# block 1

Figure 1. Where the registers sit (block 1).
Scale: 4 px per um. Other sequential cells in the stronger gray, the rest of the logic in the fainter gray.
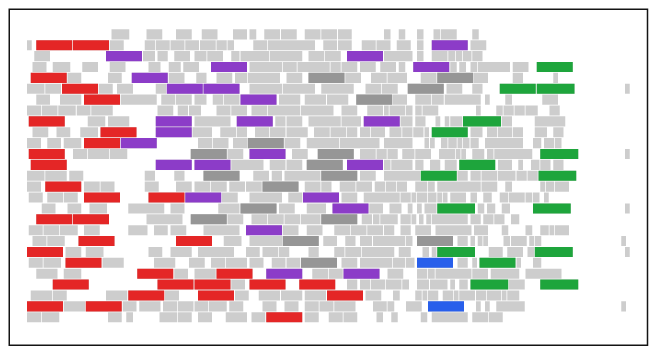
Figure 2. Metal layers overlaid (block 1).
Scale: 4 px per um.
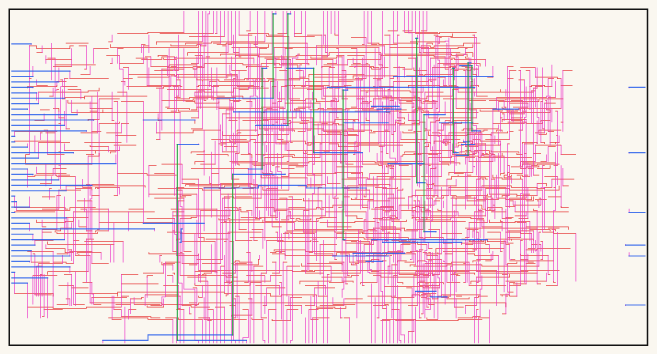
<file path="config.mk">
export PLATFORM = sky130hd
export DESIGN_NAME = riscv_dift_policy_ctrl_flat
export DESIGN_NICKNAME = d
export VERILOG_FILES = /design/src/rtl/riscv_dift_policy_ctrl_pkg.sv /design/src/rtl/riscv_dift_policy_ctrl_if.sv /design/src/rtl/riscv_dift_policy_decode.sv /design/src/rtl/riscv_dift_policy_ctrl.sv /design/src/flat_wrapper.sv
export SDC_FILE = /design/constraint.sdc
export NUM_CORES = 1
export LEC_CHECK = 0
export CAP_MARGIN = 10
export CORE_ASPECT_RATIO = 0.5
export CORE_MARGIN = 4
export CORE_UTILIZATION = 40
export CTS_CLUSTER_DIAMETER = 80
export DETAILED_ROUTE_END_ITERATION = 8
export PLACE_DENSITY = 0.71
export RECOVER_POWER = 25
export SETUP_SLACK_MARGIN = 0.1
export SYNTH_ARGS = -nofsm -noshare
export SYNTH_HDL_FRONTEND = slang
export SYNTH_SLANG_ARGS = --single-unit
</file>
<file path="constraint.sdc">
create_clock -name clk -period 1.71 [get_ports clk]
set_input_delay 0.342 -clock clk [delete_from_list [all_inputs] [get_ports clk]]
set_output_delay 0.342 -clock clk [all_outputs]
set_load 0.01 [all_outputs]
</file>
<file path="src/rtl/riscv_dift_policy_ctrl_pkg.sv">
// Shared definitions for the DIFT policy controller: CSR map, FSM states,
// TCR field layout and the ALU propagation-mode width.
package riscv_defines;

  localparam int unsigned ALU_MODE_WIDTH = 2;

  localparam logic [1:0] DIFT_CSR_TPR      = 2'd0;
  localparam logic [1:0] DIFT_CSR_TCR      = 2'd1;
  localparam logic [1:0] DIFT_CSR_EXC_INFO = 2'd2;
  localparam logic [1:0] DIFT_CSR_EXC_CNT  = 2'd3;

  // Per-class TCR field: {d, s2, s1}
  localparam int unsigned TCR_FIELD_W = 3;
  localparam int unsigned TCR_S1_OFF  = 0;
  localparam int unsigned TCR_S2_OFF  = 1;
  localparam int unsigned TCR_D_OFF   = 2;

  typedef enum logic [1:0] {
    IDLE    = 2'd0,
    PENDING = 2'd1,
    LOCKED  = 2'd2
  } dift_exc_state_e;

  // Low-bit mask of the given width, saturating at 32 bits.
  function automatic logic [31:0] low_mask(input int unsigned width);
    logic [31:0] m;
    m = '0;
    for (int unsigned b = 0; b < 32; b++) begin
      if (b < width) m[b] = 1'b1;
    end
    return m;
  endfunction

endpackage

</file>
<file path="src/rtl/riscv_dift_policy_ctrl_if.sv">
// CSR access port and trap handshake between the controller and the DIFT block.
interface riscv_dift_policy_ctrl_if;

  logic        csr_we_i;
  logic [1:0]  csr_addr_i;
  logic [31:0] csr_wdata_i;
  logic [31:0] csr_rdata_o;
  logic        trap_req_o;
  logic        trap_ack_i;

  modport master (
    output csr_we_i, csr_addr_i, csr_wdata_i, trap_ack_i,
    input  csr_rdata_o, trap_req_o
  );

  modport slave (
    input  csr_we_i, csr_addr_i, csr_wdata_i, trap_ack_i,
    output csr_rdata_o, trap_req_o
  );

endinterface

</file>
<file path="src/rtl/riscv_dift_policy_decode.sv">
// Combinational lookup of propagation mode and check enables for one
// instruction class from the TPR/TCR contents. Reusable in ID.
module riscv_dift_policy_decode
  import riscv_defines::*;
#(
  parameter int unsigned NUM_CLASS = 8,
  parameter int unsigned MODE_W    = ALU_MODE_WIDTH,
  parameter int unsigned CLS_W     = $clog2(NUM_CLASS)
) (
  input  logic [31:0]       tpr_i,
  input  logic [31:0]       tcr_i,
  input  logic [CLS_W-1:0]  class_i,
  output logic [MODE_W-1:0] mode_o,
  output logic              check_s1_o,
  output logic              check_s2_o,
  output logic              check_d_o
);

  // Select the field of the matching class; unmatched indices decode to 0.
  always_comb begin
    mode_o     = '0;
    check_s1_o = 1'b0;
    check_s2_o = 1'b0;
    check_d_o  = 1'b0;
    for (int unsigned k = 0; k < NUM_CLASS; k++) begin
      if (class_i == CLS_W'(k)) begin
        mode_o     = tpr_i[MODE_W*k +: MODE_W];
        check_s1_o = tcr_i[TCR_FIELD_W*k + TCR_S1_OFF];
        check_s2_o = tcr_i[TCR_FIELD_W*k + TCR_S2_OFF];
        check_d_o  = tcr_i[TCR_FIELD_W*k + TCR_D_OFF];
      end
    end
  end

endmodule

</file>
<file path="src/rtl/riscv_dift_policy_ctrl.sv">
// DIFT policy controller: TPR/TCR configuration registers, per-class decode
// for the ID-stage instruction, and tag-check exception sequencing with a
// trap request/acknowledge handshake and a saturating event counter.
module riscv_dift_policy_ctrl
  import riscv_defines::*;
#(
  parameter int unsigned NUM_CLASS = 8,
  parameter int unsigned MODE_W    = ALU_MODE_WIDTH,
  parameter int unsigned CNT_W     = 16
) (
  input  logic                         clk,
  input  logic                         rst_n,
  riscv_dift_policy_ctrl_if.slave      bus,
  input  logic [$clog2(NUM_CLASS)-1:0] class_i,
  output logic [MODE_W-1:0]            mode_o,
  output logic                         check_s1_o,
  output logic                         check_s2_o,
  output logic                         check_d_o,
  input  logic                         ex_valid_i,
  input  logic                         exc_tag_i,
  input  logic [31:0]                  ex_pc_i,
  output logic                         halt_o,
  output logic [31:0]                  exc_pc_o
);

  localparam logic [31:0] TPR_MASK = low_mask(MODE_W * NUM_CLASS);
  localparam logic [31:0] TCR_MASK = low_mask(TCR_FIELD_W * NUM_CLASS);

  logic [31:0]      tpr_q, tcr_q;
  logic [CNT_W-1:0] cnt_q, cnt_d;
  logic             ovf_q, ovf_d;
  logic             ovf_set;
  logic             latch_pc;
  dift_exc_state_e  state_q, state_d;

  logic exc_event;
  logic info_clr;
  logic cnt_clr;

  assign exc_event = ex_valid_i & exc_tag_i;
  assign info_clr  = bus.csr_we_i & (bus.csr_addr_i == DIFT_CSR_EXC_INFO) & bus.csr_wdata_i[0];
  assign cnt_clr   = bus.csr_we_i & (bus.csr_addr_i == DIFT_CSR_EXC_CNT);

  // Configuration registers; bits outside the populated fields never stick.
  always_ff @(posedge clk or negedge rst_n) begin
    if (!rst_n) begin
      tpr_q <= '0;
      tcr_q <= '0;
    end else if (bus.csr_we_i) begin
      if (bus.csr_addr_i == DIFT_CSR_TPR) tpr_q <= bus.csr_wdata_i & TPR_MASK;
      if (bus.csr_addr_i == DIFT_CSR_TCR) tcr_q <= bus.csr_wdata_i & TCR_MASK;
    end
  end

  riscv_dift_policy_decode #(
    .NUM_CLASS (NUM_CLASS),
    .MODE_W    (MODE_W)
  ) u_decode (
    .tpr_i      (tpr_q),
    .tcr_i      (tcr_q),
    .class_i    (class_i),
    .mode_o     (mode_o),
    .check_s1_o (check_s1_o),
    .check_s2_o (check_s2_o),
    .check_d_o  (check_d_o)
  );

  // Exception FSM next state. A clear in LOCKED takes priority over a
  // coincident event: the event is counted but never starts a new trap.
  always_comb begin
    state_d  = state_q;
    latch_pc = 1'b0;
    ovf_set  = 1'b0;
    case (state_q)
      IDLE: begin
        if (exc_event) begin
          state_d  = PENDING;
          latch_pc = 1'b1;
        end
      end
      PENDING: begin
        if (exc_event) ovf_set = 1'b1;
        if (bus.trap_ack_i) state_d = LOCKED;
      end
      LOCKED: begin
        if (info_clr) state_d = IDLE;
        else if (exc_event) ovf_set = 1'b1;
      end
      default: state_d = IDLE;
    endcase
  end

  // Counter and overflow next values; a clear write beats a coincident event.
  always_comb begin
    cnt_d = cnt_q;
    if (exc_event && (cnt_q != '1)) cnt_d = cnt_q + 1'b1;
    if (cnt_clr) cnt_d = '0;
    ovf_d = ovf_q | ovf_set;
    if (info_clr) ovf_d = 1'b0;
  end

  // Exception state, counter, overflow flag and faulting PC.
  always_ff @(posedge clk or negedge rst_n) begin
    if (!rst_n) begin
      state_q  <= IDLE;
      cnt_q    <= '0;
      ovf_q    <= 1'b0;
      exc_pc_o <= '0;
    end else begin
      state_q <= state_d;
      cnt_q   <= cnt_d;
      ovf_q   <= ovf_d;
      if (latch_pc) exc_pc_o <= ex_pc_i;
    end
  end

  assign bus.trap_req_o = (state_q == PENDING);
  assign halt_o         = (state_q != IDLE);

  // CSR read mux.
  always_comb begin
    bus.csr_rdata_o = '0;
    case (bus.csr_addr_i)
      DIFT_CSR_TPR:      bus.csr_rdata_o = tpr_q;
      DIFT_CSR_TCR:      bus.csr_rdata_o = tcr_q;
      DIFT_CSR_EXC_INFO: bus.csr_rdata_o = {29'd0, ovf_q, (state_q == LOCKED), (state_q == PENDING)};
      DIFT_CSR_EXC_CNT:  bus.csr_rdata_o = 32'(cnt_q);
      default:           bus.csr_rdata_o = '0;
    endcase
  end

endmodule
</file>
<file path="src/flat_wrapper.sv">
// flat-port wrapper written by rule: the top's interface ports become plain ports
module riscv_dift_policy_ctrl_flat import riscv_defines::*;
#(
  parameter int unsigned NUM_CLASS = 8,
  parameter int unsigned MODE_W    = ALU_MODE_WIDTH,
  parameter int unsigned CNT_W     = 16
)
  (clk, rst_n, class_i, mode_o, check_s1_o, check_s2_o, check_d_o, ex_valid_i, exc_tag_i, ex_pc_i, halt_o, exc_pc_o, bus_csr_we_i, bus_csr_addr_i, bus_csr_wdata_i, bus_trap_ack_i, bus_csr_rdata_o, bus_trap_req_o);
  riscv_dift_policy_ctrl_if bus_i ();
  input  logic clk;
  input  logic rst_n;
  input  logic [$clog2(NUM_CLASS)-1:0] class_i;
  output logic [MODE_W-1:0] mode_o;
  output logic check_s1_o;
  output logic check_s2_o;
  output logic check_d_o;
  input  logic ex_valid_i;
  input  logic exc_tag_i;
  input  logic [31:0] ex_pc_i;
  output logic halt_o;
  output logic [31:0] exc_pc_o;
  input wire logic [$bits(bus_i.csr_we_i)-1:0] bus_csr_we_i;
  input wire logic [$bits(bus_i.csr_addr_i)-1:0] bus_csr_addr_i;
  input wire logic [$bits(bus_i.csr_wdata_i)-1:0] bus_csr_wdata_i;
  input wire logic [$bits(bus_i.trap_ack_i)-1:0] bus_trap_ack_i;
  output wire logic [$bits(bus_i.csr_rdata_o)-1:0] bus_csr_rdata_o;
  output wire logic [$bits(bus_i.trap_req_o)-1:0] bus_trap_req_o;
  assign bus_i.csr_we_i = bus_csr_we_i;
  assign bus_i.csr_addr_i = bus_csr_addr_i;
  assign bus_i.csr_wdata_i = bus_csr_wdata_i;
  assign bus_i.trap_ack_i = bus_trap_ack_i;
  assign bus_csr_rdata_o = bus_i.csr_rdata_o;
  assign bus_trap_req_o = bus_i.trap_req_o;
  riscv_dift_policy_ctrl #(.NUM_CLASS(NUM_CLASS), .MODE_W(MODE_W), .CNT_W(CNT_W)) u_core (.clk(clk), .rst_n(rst_n), .bus(bus_i), .class_i(class_i), .mode_o(mode_o), .check_s1_o(check_s1_o), .check_s2_o(check_s2_o), .check_d_o(check_d_o), .ex_valid_i(ex_valid_i), .exc_tag_i(exc_tag_i), .ex_pc_i(ex_pc_i), .halt_o(halt_o), .exc_pc_o(exc_pc_o));
endmodule
</file>
==> results.txt <==
Flow results are below.

- The run finished, with violations left.
- The final reports fail on negative setup slack.
- The flow reports that combinational logic draws a little over two fifths of the design power.
- The largest non-sequential cell family by area is multiplexers, for reference.
- The path type of the worst min-delay path is flop to flop, for reference.
- Per the OpenROAD floorplan log, the area of the core is 11,100 um2.
- The skew report gives the latency at the later pin of the worst-skew pair as ~0.33 ns.
- Once iteration 0 of detailed routing completed, the report listed around 180 DRC markers.
- The initial antenna violation count came to 0.
- Before any placement, the netlist area is recorded as around 4600 um2.
- The detailed-route DRC error count is 0, for reference.
- At the worst endpoint, the required time is between 1 and 1.5 ns.
- The pin closest to its max-slew limit shows a slew of between 0.6 and 0.7 ns.
- The power density over cell area is ~1200 nW/um2, for reference.
- The count of final max-slew check failures is 0, for reference.
- The number of optimization iterations in the first detailed-route pass is 4, for reference.
- The post-route report lists met1 wire length as ~6000 um.
- The post-route antenna net violation count is 0, for reference.
- After clock tree synthesis, the repair step resized around 240 gates.
- The count of input and output buffers is between 100 and 150, for reference.
- The most common cell after layout, fill and taps aside is dfrtp_1, for reference.
- The total negative setup slack is -1.93 ns, for reference.
- The total die size is 13,300 um2, for reference.
- The timing report attributes the biggest portion of critical-path delay to multiplexers.
- The number of enable flip-flop cells is 0, for reference.
- The terminating pin of the worst hold path is u_core.exc_pc_o[11], for reference.
- The multiplexer area fraction after synthesis is just under 30%, for reference.
- Counting flops per register, the top entry is u_core.exc_pc_o.
- The yosys cell count is ~360, for reference.
- Across all setup checks in the final design, the least slack found is -0.286 ns.
- Looking at the clock tree report, the maximum root-to-sink buffer count equals 2.
- The end-of-flow timing check tallies setup violations at 9.
- The H-tree depth is 3, for reference.
- The internal portion of the total power is about 6400 uW.
- The critical path arrival is between 1.5 and 2 ns, for reference.
- For this design, the slowest cell found on the critical path is mux4_2.
- All stages included, the depth of the critical timing path comes to 3.
- The worst-case headroom to the max-slew limit is approximately three fifths, for reference.
- The critical-path maximum fanout is 2, for reference.
- Among all stages on the critical path, the maximum delay recorded is roughly 0.48 ns.
- A synthesized cell averages about 13 um2.
- The worst setup path is captured at an output pin.
- The number of clock sinks came to 91.
- The net switching power is approximately 2700 uW, for reference.
- OpenROAD reports that the post-layout worst path occupies 117% of the period.
- The area fraction in full adders, half adders and majority gates is under 10%, for reference.
- The final cell count without fillers is ~730, for reference.
- The clock network is responsible for 22.4% of the overall power.
- The peak clock frequency supported by timing is between 0.5 and 0.6 GHz, for reference.
- In this run, the synthesized area fraction spent on and/or/nand/nor cells is recorded as 9.30%.
- The number of filler cells placed in the layout is a little under 800, for reference.
- The origin of the worst min-delay path is u_core.exc_pc_o[11], for reference.
- The peak supply drop is 0.764 mV, for reference.
- Cells with a size suffix above 1 make up about 46% of the layout.
- The number of setup buffers added after CTS is 12.
- The buffer-and-inverter tally for the worst setup path is 1, for reference.
- Detailed routing placed a total of around 860 um of wire on met3.
- The floorplan core density is between 40% and 50%, for reference.
- The via count of the first global-routing pass was about 4,100.
- The final cell utilization of the core is between 60% and 70%, for reference.
- The number of cells on the worst reg-to-reg path is 6.
- The synthesized netlist devotes a little under 7% of its cell area to compound gates.
- Pin placement for this block handled approximately 150 I/O pins.
Notes on Figure 1 above:
- purple: u_core.tcr_q (sequential cells 24)
- red: u_core.exc_pc_o (sequential cells 32)
- green: u_core.cnt_q (sequential cells 16)
- blue: u_core.state_q (sequential cells 2)
- not colored: 17

Notes on Figure 2 above:
- magenta: met2 (wire length 7,030 um)
- blue: met3 (wire length 864 um)
- green: met4 (wire length 348 um)
- red: met1 (wire length 5,980 um)
average wire per standard cell: 19.6 um
Vias: 3,820
total length of routed wires: 14,200 um
total track usage: 20.4%

## cell type report
class	count	area (um2)	area share (%)
multi-input cells	247	2530	33.4
flip-flops and latches	91	2290	30.3
repair buffers	224	2250	29.7
clock buffers	12	256	3.39
well taps	145	181	2.40
clock inverters	3	46.3	0.612
inverters	5	18.8	0.248
## power groups by stage
stage | logic [uW] | clock network [uW] | registers [uW]
6_report | 3840 | 2040 | 3240
5_1_grt | 4110 | 2170 | 3310
4_1_cts | 3680 | 2070 | 3220
3_5_place_dp | 3150 | 0 | 3210
3_3_place_gp | 3110 | 0 | 3190
2_1_floorplan | 1090 | 0 | 3310
## synth_stat cells, types with 2 or more instances
master    number
and3_4         2
nand3_1        4
mux2_2        22
clkbuf_1       4
mux2i_1       17
buf_2         12
o21a_1         3
nand4_1        3
o31ai_1        3
buf_4          9
or3_1          4
and3_1         2
and2_1        10
a2111o_1       2
o21ai_1        4
dfrtp_1       91
mux4_2        13
nor2_1         3
nand2_1       33
inv_1          5
mux2_1        55
o21ai_0       17
or4_1          3
a21oi_1       13
ha_1           4
or2_2          2
## layer usage
layer	up-vias	track usage [%]
li1	1753	-
met1	1922	25.7
met2	120	34.9
met3	25	5.72
met4	0	5.67
met5	-	0

# block 2

Figure 3. The metal 4 layer (block 2).
Scale: 6 px per um. Supply wires on this layer in gray.
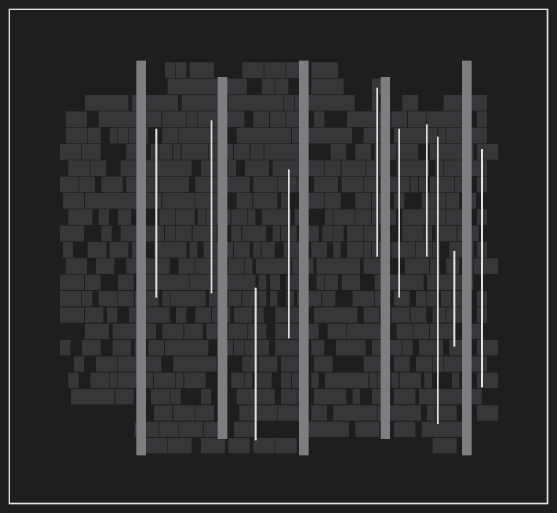
--- config.mk ---
export PLATFORM = sky130hd
export DESIGN_NAME = fetch_unit_flat
export DESIGN_NICKNAME = d
export VERILOG_FILES = /design/src/rtl/fetch_pkg.sv /design/src/rtl/fetch_if.sv /design/src/rtl/fetch_unit.sv /design/src/flat_wrapper.sv
export SDC_FILE = /design/constraint.sdc
export NUM_CORES = 1
export LEC_CHECK = 0
export CAP_MARGIN = 20
export CORE_ASPECT_RATIO = 0.9
export CORE_MARGIN = 8
export CORE_UTILIZATION = 40
export DETAILED_ROUTE_END_ITERATION = 6
export PLACE_DENSITY = 0.8
export SYNTH_ARGS = -nofsm -noshare
export SYNTH_HDL_FRONTEND = slang
export SYNTH_SLANG_ARGS = --single-unit
--- constraint.sdc ---
create_clock -name clk -period 1.75 [get_ports clk]
set_input_delay 0.175 -clock clk [delete_from_list [all_inputs] [get_ports clk]]
set_output_delay 0.175 -clock clk [all_outputs]
set_load 0.005 [all_outputs]
--- src/rtl/fetch_pkg.sv ---
// Shared fetch definitions: FSM states, vector addresses
// and the opcode-length helper also used by decode.
package fetch_pkg;

  typedef enum logic [1:0] {
    VEC_RST,
    RUN,
    IMM,
    VEC_INT
  } state_t;

  localparam logic [7:0] RST_VEC_DEF = 8'h00;
  localparam logic [7:0] INT_VEC_DEF = 8'h01;
  localparam logic [3:0] IMM_GRP     = 4'hC;

  function automatic logic needs_imm(input logic [7:0] opcode);
    return opcode[7:4] == IMM_GRP;
  endfunction

endpackage

--- src/rtl/fetch_if.sv ---
// Instruction-memory bus plus the IF/ID-bound instruction bundle.
// master = fetch stage, slave = memory / pipeline register side.
interface fetch_if #(
  parameter int ADDR_W = 8,
  parameter int DATA_W = 8
);

  logic [ADDR_W-1:0] imem_addr;
  logic [DATA_W-1:0] imem_rdata;
  logic [DATA_W-1:0] instr;
  logic [DATA_W-1:0] immediate;
  logic              immediate_en;
  logic              instr_valid;
  logic [ADDR_W-1:0] pc;

  modport master (
    output imem_addr,
    input  imem_rdata,
    output instr,
    output immediate,
    output immediate_en,
    output instr_valid,
    output pc
  );

  modport slave (
    input  imem_addr,
    output imem_rdata,
    input  instr,
    input  immediate,
    input  immediate_en,
    input  instr_valid,
    input  pc
  );

endinterface

--- src/rtl/fetch_unit.sv ---
// Instruction fetch stage: PC ownership, vector loads,
// 1/2-byte instruction assembly, redirects and interrupt entry.
module fetch_unit
  import fetch_pkg::*;
#(
  parameter int ADDR_W = 8,
  parameter int DATA_W = 8,
  parameter logic [ADDR_W-1:0] RST_VEC = RST_VEC_DEF,
  parameter logic [ADDR_W-1:0] INT_VEC = INT_VEC_DEF
) (
  input  logic              clk,
  input  logic              reset,
  input  logic              f_stall,
  input  logic              branch_taken,
  input  logic [ADDR_W-1:0] branch_target,
  input  logic              intr_req,
  input  logic              intr_ret,
  fetch_if.master           bus,
  output logic [ADDR_W-1:0] ret_pc,
  output logic              intr_ack,
  output logic              intr_active
);

  state_t            state_q, state_d;
  logic [ADDR_W-1:0] pc_q, pc_d;
  logic [DATA_W-1:0] op_q, op_d;
  logic              pend_q, pend_d;
  logic              act_d;
  logic [ADDR_W-1:0] ret_d;

  logic hold;
  logic take_int;
  logic two_byte;

  assign two_byte = needs_imm(bus.imem_rdata);
  assign hold     = f_stall & ~branch_taken
                  & (state_q != VEC_RST);
  assign take_int = (state_q == RUN) & pend_q
                  & ~f_stall & ~branch_taken;

  always_ff @(posedge clk) begin
    if (reset) begin
      state_q     <= VEC_RST;
      pc_q        <= '0;
      op_q        <= '0;
      pend_q      <= 1'b0;
      intr_active <= 1'b0;
      ret_pc      <= '0;
    end else begin
      state_q     <= state_d;
      pc_q        <= pc_d;
      op_q        <= op_d;
      pend_q      <= pend_d;
      intr_active <= act_d;
      ret_pc      <= ret_d;
    end
  end

  always_comb begin
    state_d = state_q;
    pc_d    = pc_q;
    op_d    = op_q;
    pend_d  = pend_q;
    act_d   = intr_active;
    ret_d   = ret_pc;
    if (!hold)
      pend_d = pend_q | (intr_req & ~intr_active);
    if (intr_ret)
      act_d = 1'b0;
    if (state_q == VEC_RST) begin
      pc_d    = bus.imem_rdata;
      state_d = RUN;
    end else if (branch_taken) begin
      pc_d    = branch_target;
      state_d = RUN;
    end else if (!f_stall) begin
      unique case (state_q)
        RUN: begin
          if (pend_q) begin
            ret_d   = pc_q;
            state_d = VEC_INT;
          end else if (two_byte) begin
            op_d    = bus.imem_rdata;
            pc_d    = pc_q + ADDR_W'(1);
            state_d = IMM;
          end else begin
            pc_d = pc_q + ADDR_W'(1);
          end
        end
        IMM: begin
          pc_d    = pc_q + ADDR_W'(1);
          state_d = RUN;
        end
        VEC_INT: begin
          pc_d    = bus.imem_rdata;
          pend_d  = 1'b0;
          act_d   = 1'b1;
          state_d = RUN;
        end
        default: ;
      endcase
    end
  end

  // Outputs describe the fetch under way; IF/ID does the holding.
  always_comb begin
    bus.imem_addr    = '0;
    bus.instr        = '0;
    bus.immediate    = '0;
    bus.immediate_en = 1'b0;
    bus.instr_valid  = 1'b0;
    bus.pc           = '0;
    intr_ack         = 1'b0;
    if (!reset) begin
      unique case (state_q)
        VEC_RST: bus.imem_addr = RST_VEC;
        RUN: begin
          bus.imem_addr   = pc_q;
          bus.pc          = pc_q;
          bus.instr       = bus.imem_rdata;
          bus.instr_valid = ~two_byte & ~branch_taken
                          & ~take_int;
        end
        IMM: begin
          bus.imem_addr    = pc_q;
          bus.pc           = pc_q - ADDR_W'(1);
          bus.instr        = op_q;
          bus.immediate    = bus.imem_rdata;
          bus.immediate_en = 1'b1;
          bus.instr_valid  = ~branch_taken;
        end
        VEC_INT: begin
          bus.imem_addr = INT_VEC;
          intr_ack      = 1'b1;
        end
        default: ;
      endcase
    end
  end

endmodule

--- src/flat_wrapper.sv ---
// flat-port wrapper written by rule: the top's interface ports become plain ports
module fetch_unit_flat import fetch_pkg::*;
#(
  parameter int ADDR_W = 8,
  parameter int DATA_W = 8,
  parameter logic [ADDR_W-1:0] RST_VEC = RST_VEC_DEF,
  parameter logic [ADDR_W-1:0] INT_VEC = INT_VEC_DEF
)
  (clk, reset, f_stall, branch_taken, branch_target, intr_req, intr_ret, ret_pc, intr_ack, intr_active, bus_imem_addr, bus_imem_rdata, bus_instr, bus_immediate, bus_immediate_en, bus_instr_valid, bus_pc);
  fetch_if #(.ADDR_W(ADDR_W), .DATA_W(DATA_W)) bus_i ();
  input  logic clk;
  input  logic reset;
  input  logic f_stall;
  input  logic branch_taken;
  input  logic [ADDR_W-1:0] branch_target;
  input  logic intr_req;
  input  logic intr_ret;
  output logic [ADDR_W-1:0] ret_pc;
  output logic intr_ack;
  output logic intr_active;
  output wire logic [$bits(bus_i.imem_addr)-1:0] bus_imem_addr;
  input wire logic [$bits(bus_i.imem_rdata)-1:0] bus_imem_rdata;
  output wire logic [$bits(bus_i.instr)-1:0] bus_instr;
  output wire logic [$bits(bus_i.immediate)-1:0] bus_immediate;
  output wire logic [$bits(bus_i.immediate_en)-1:0] bus_immediate_en;
  output wire logic [$bits(bus_i.instr_valid)-1:0] bus_instr_valid;
  output wire logic [$bits(bus_i.pc)-1:0] bus_pc;
  assign bus_imem_addr = bus_i.imem_addr;
  assign bus_i.imem_rdata = bus_imem_rdata;
  assign bus_instr = bus_i.instr;
  assign bus_immediate = bus_i.immediate;
  assign bus_immediate_en = bus_i.immediate_en;
  assign bus_instr_valid = bus_i.instr_valid;
  assign bus_pc = bus_i.pc;
  fetch_unit #(.ADDR_W(ADDR_W), .DATA_W(DATA_W), .RST_VEC(RST_VEC), .INT_VEC(INT_VEC)) u_core (.clk(clk), .reset(reset), .f_stall(f_stall), .branch_taken(branch_taken), .branch_target(branch_target), .intr_req(intr_req), .intr_ret(intr_ret), .bus(bus_i), .ret_pc(ret_pc), .intr_ack(intr_ack), .intr_active(intr_active));
endmodule
==> results.txt <==
Flow results are below.

- For this run, the script counts the antenna cells in the layout as 0.
- The checks that failed: negative setup slack.
- The critical-path maximum fanout is 3, for reference.
- The worst-case headroom to the max-slew limit is a little under three quarters, for reference.
- The number of endpoints failing setup at the final stage is 32, for reference.
- The run finished, with violations left.
- The clock network power is about 540 uW, for reference.
- The average cell area after synthesis is between 7 and 8 um2, for reference.
- According to the finish report, the design has a final net count of between 300 and 400.
- The die span in x is 89.5 um, for reference.
- The power density over cell area is 606 nW/um2, for reference.
- By count the netlist is led by nor2_1 (34), dfxtp_1 (28), o21ai_0 (16).
- The worst register-to-register path begins at u_core.state_q[1].
- Across all setup checks in the final design, the least slack found is -0.329 ns.
- The required time at the worst endpoint is listed as 1.57 ns.
About Figure 3:
- main direction: vertical
- wire length on this layer: 290 um
- nets with wire on the layer: 10

state kept, by name, summed over array words and instances (netlist names):
name,count
u_core.op_q,8
u_core.ret_pc,8
u_core.pc_q,8
u_core.pend_q,1
u_core.intr_active,1
u_core.state_q,2
layout make-up:
cell class	count	area, um2
flip-flops and latches	28	563
inverters	14	55.1
clock inverters	1	30.0
well taps	65	81.3
multi-input cells	187	1580
repair buffers	137	1200
clock buffers	3	41.3
fillers	348	1230
critical path: stages (launching register included):
cell	delay (ns)
dfxtp_2	0.36
inv_4	0.05
ha_4	0.25
buf_6	0.12
and3b_2	0.21
buf_6	0.11
o21a_1	0.12
o21ai_2	0.18
o41ai_2	0.09
buf_2	0.13
per-stage QoR:
stage	setup TNS, ns	utilization (%)
after detailed placement	-11.45	63.9
after CTS	-2.51	69.4
after global placement	-9.18	63.9
after floorplan	0	-
after global routing	-6.45	74.3
final	-4.45	74.3
routing by layer:
layer	global-route usage, %	share of wire, %	up-vias
li1	-	-	1151
met1	24.8	40	1175
met2	37.0	48	120
met3	5.64	8.6	21
met4	9.62	3.6	0
met5	0	0	-

# block 3

Figure 4. Metal layers overlaid (block 3).
Scale: 10 px per um.
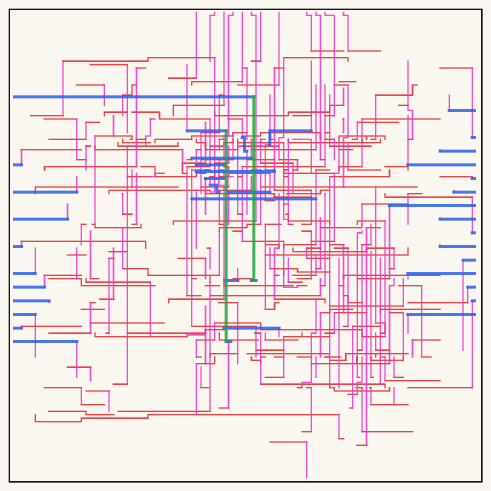
Figure 5. Supply network (block 3).
Scale: 8 px per um. Pins as bars on the die edge. Tap cells in gray.
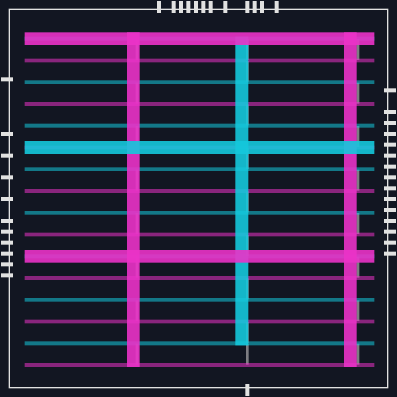
Figure 6. Clock routing (block 3).
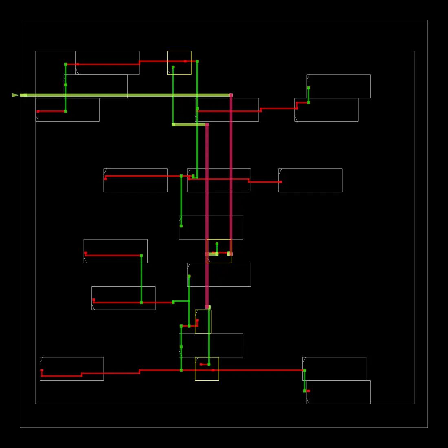
--- src/rtl/alu_cmd_seq.sv ---
// Command sequencer for the 4-bit combinational alu: accepts load/op commands,
// iterates the op against a persistent accumulator and returns result and flags.
module alu_cmd_seq #(
  parameter int WIDTH = 4,
  parameter int CNT_W = 2
) (
  input  logic             clk,
  input  logic             rst,
  input  logic             cmd_valid,
  output logic             cmd_ready,
  input  logic             cmd_load,
  input  logic [2:0]       cmd_op,
  input  logic [WIDTH-1:0] cmd_imm,
  input  logic [CNT_W-1:0] cmd_count,
  output logic [WIDTH-1:0] alu_a,
  output logic [WIDTH-1:0] alu_b,
  output logic [2:0]       alu_op,
  input  logic [WIDTH-1:0] alu_y,
  input  logic             alu_cout,
  input  logic             alu_zero,
  output logic             res_valid,
  input  logic             res_ready,
  output logic [WIDTH-1:0] res_data,
  output logic             res_cout,
  output logic             res_zero
);

  typedef enum logic [1:0] {
    IDLE = 2'd0,
    EXEC = 2'd1,
    RESP = 2'd2
  } state_t;

  state_t           state;
  logic [WIDTH-1:0] acc;
  logic [2:0]       lat_op;
  logic [WIDTH-1:0] lat_imm;
  logic [CNT_W-1:0] cnt;
  logic             flag_cout;
  logic             flag_zero;

  // Handshake outputs come straight from the state register, so neither
  // ready nor valid depends combinationally on the other side's strobe.
  assign cmd_ready = (state == IDLE);
  assign res_valid = (state == RESP);
  assign res_data  = acc;
  assign res_cout  = flag_cout;
  assign res_zero  = flag_zero;
  assign alu_a     = acc;
  assign alu_b     = lat_imm;
  assign alu_op    = lat_op;

  // One ALU iteration per EXEC cycle; cnt counts the iterations still owed
  // after the current one.
  always_ff @(posedge clk) begin
    if (rst) begin
      state     <= IDLE;
      acc       <= '0;
      lat_op    <= '0;
      lat_imm   <= '0;
      cnt       <= '0;
      flag_cout <= 1'b0;
      flag_zero <= 1'b0;
    end else begin
      case (state)
        IDLE: begin
          if (cmd_valid) begin
            if (cmd_load) begin
              acc       <= cmd_imm;
              flag_cout <= 1'b0;
              flag_zero <= (cmd_imm == '0);
              state     <= RESP;
            end else begin
              lat_op  <= cmd_op;
              lat_imm <= cmd_imm;
              cnt     <= cmd_count;
              state   <= EXEC;
            end
          end
        end
        EXEC: begin
          acc       <= alu_y;
          flag_cout <= alu_cout;
          flag_zero <= alu_zero;
          if (cnt == '0) begin
            state <= RESP;
          end else begin
            cnt <= cnt - 1'b1;
          end
        end
        RESP: begin
          if (res_ready) begin
            state <= IDLE;
          end
        end
        default: begin
          state <= IDLE;
        end
      endcase
    end
  end

endmodule

--- config.mk ---
export PLATFORM = sky130hd
export DESIGN_NAME = alu_cmd_seq
export DESIGN_NICKNAME = d
export VERILOG_FILES = /design/src/rtl/alu_cmd_seq.sv
export SDC_FILE = /design/constraint.sdc
export NUM_CORES = 1
export LEC_CHECK = 0
export CAP_MARGIN = 25
export CORE_MARGIN = 1.5
export CORE_UTILIZATION = 42
export CTS_CLUSTER_DIAMETER = 200
export DETAILED_ROUTE_END_ITERATION = 16
export PLACE_DENSITY = 0.84
export SYNTH_ARGS = -nofsm -noshare
export SYNTH_HDL_FRONTEND = slang
export SYNTH_SLANG_ARGS = --single-unit
--- constraint.sdc ---
create_clock -name clk -period 1.9 [get_ports clk]
set_input_delay 0.285 -clock clk [delete_from_list [all_inputs] [get_ports clk]]
set_output_delay 0.285 -clock clk [all_outputs]
set_load 0.02 [all_outputs]
==> results.txt <==
Flow results are below.

- The longest incremental delay of any stage on the critical path is reported as roughly 0.6 ns.
- The launch point of the critical path is state[0], for reference.
- The dominant delay contributor by cell family on the critical path is flip-flops, for reference.
- By area, the combinational part of the netlist is dominated by AND-OR/OR-AND gates.
- Entering global routing, the biggest net connects 18 pins.
- After synthesis, the largest area contributor takes up 41.7% of total cell area.
- The flow ran to the end, and the final reports show no timing, DRC or antenna violations.
- The critical-path maximum fanout is 12, for reference.
- The via count of the first global-routing pass is roughly 770.
- In the placement report, post-DP HPWL is listed as 1530 um.
- The share of synthesized area occupied by flip-flops and latches is between 40% and 50%, for reference.
- The script extracted a total leakage power of about 0.00045 uW.
- Listed in order, past its start point the critical path passes nor2_1 -> clkdlybuf4s50_1.
- In this run the remaining antenna-violating nets after routing total 0.
- STA reports a reg2reg setup slack of around 0.45 ns.
- The main area contributors are dfxtp_1 (42%), mux2i_1 (8.6%), buf_4 (5.5%), nor2_1 (5.1%), a21oi_1 (4.9%).
- The slowest stage of the critical path is the dfxtp_1 cell.
- The area growth from synthesis to layout is 47.8%.
- The count of yosys warnings during synthesis is 0, for reference.
Notes on Figure 4 above:
- blue: met3 (wire length 155 um)
- green: met4 (wire length 39.4 um)
- red: met1 (wire length 889 um)
- magenta: met2 (wire length 955 um)
total length of routed wires: 2040 um
Vias: 808

Notes on Figure 5 above:
- magenta: VSS
- cyan: VDD
- signal pins: 39
- met1 rails: 16
- met5 straps: 3
- tap cells: 25
- rows: 15
area of the core region: 1780 um2
die height: 47.1 um
Chip Width: 47.1 um
peak ir drop on the vdd network: 0.392 mV

Notes on Figure 6 above:
clk latency late pin: 0.30 ns
flop count: 17

-- metal layers --
metal	vias up	track usage (%)	share of wire (%)
met5	-	0	0
met1	370	24.5	44
met4	0	12.2	1.9
met3	5	5.00	7.6
met2	49	33.7	47
li1	384	-	-
-- worst min path at each step --
stage	start	to	slack, ns	cells past startpoint
global route	cnt[1]	cnt[1]	0.54	2
CTS	res_cout	res_cout	0.51	2
detailed placement	alu_op[0]	alu_op[0]	0.48	2
global placement	cnt[1]	cnt[1]	0.46	2
floorplan	alu_cout	res_cout	0.42	2
finish	alu_b[0]	alu_b[0]	0.50	2
-- per-stage QoR --
step,util [%],hold WS [ns]
floorplan,-,0.421
global placement,66.2,0.460
detailed placement,66.2,0.483
CTS,67.7,0.506
global route,67.7,0.542
finish,67.7,0.501
-- registers in the layout, indices dropped and copies added, names as in the netlist --
name      count
alu_a         4
alu_b         4
alu_op        3
cnt           2
res_cout      1
res_zero      1
state         2
-- power by group --
group	switching (uW)	internal, uW	total (uW)
Clock	121	78.5	200
Combinational	125	135	260
Sequential	18.8	383	402
Total	265	596	862


## Gallery

Cell density map.
image #1
Scale: 4 px per um. The die is cut into 9 by 8 equal tiles; white is low, dark blue is high, 0 to 100% covered.
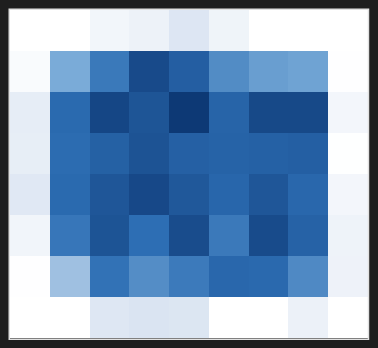
image #2
Scale: 3 px per um. The die is cut into 16 by 8 equal tiles; white is low, dark blue is high, 0 to 100% covered.
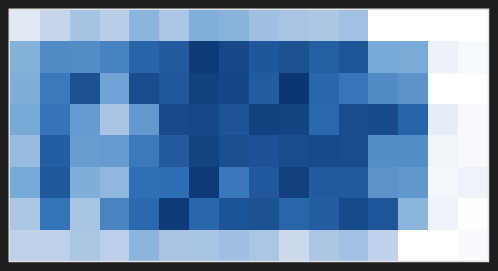
image #3
Scale: 8 px per um. The die is cut into 9 by 9 equal tiles; white is low, dark blue is high, 0 to 100% covered.
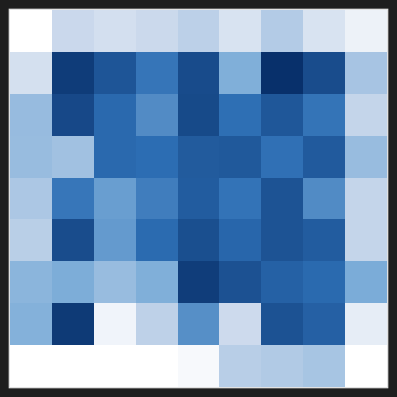
For block 2, see image #1.
For block 3, see image #3.
For block 1, see image #2.

Power is estimated from default activity; no workload was simulated.
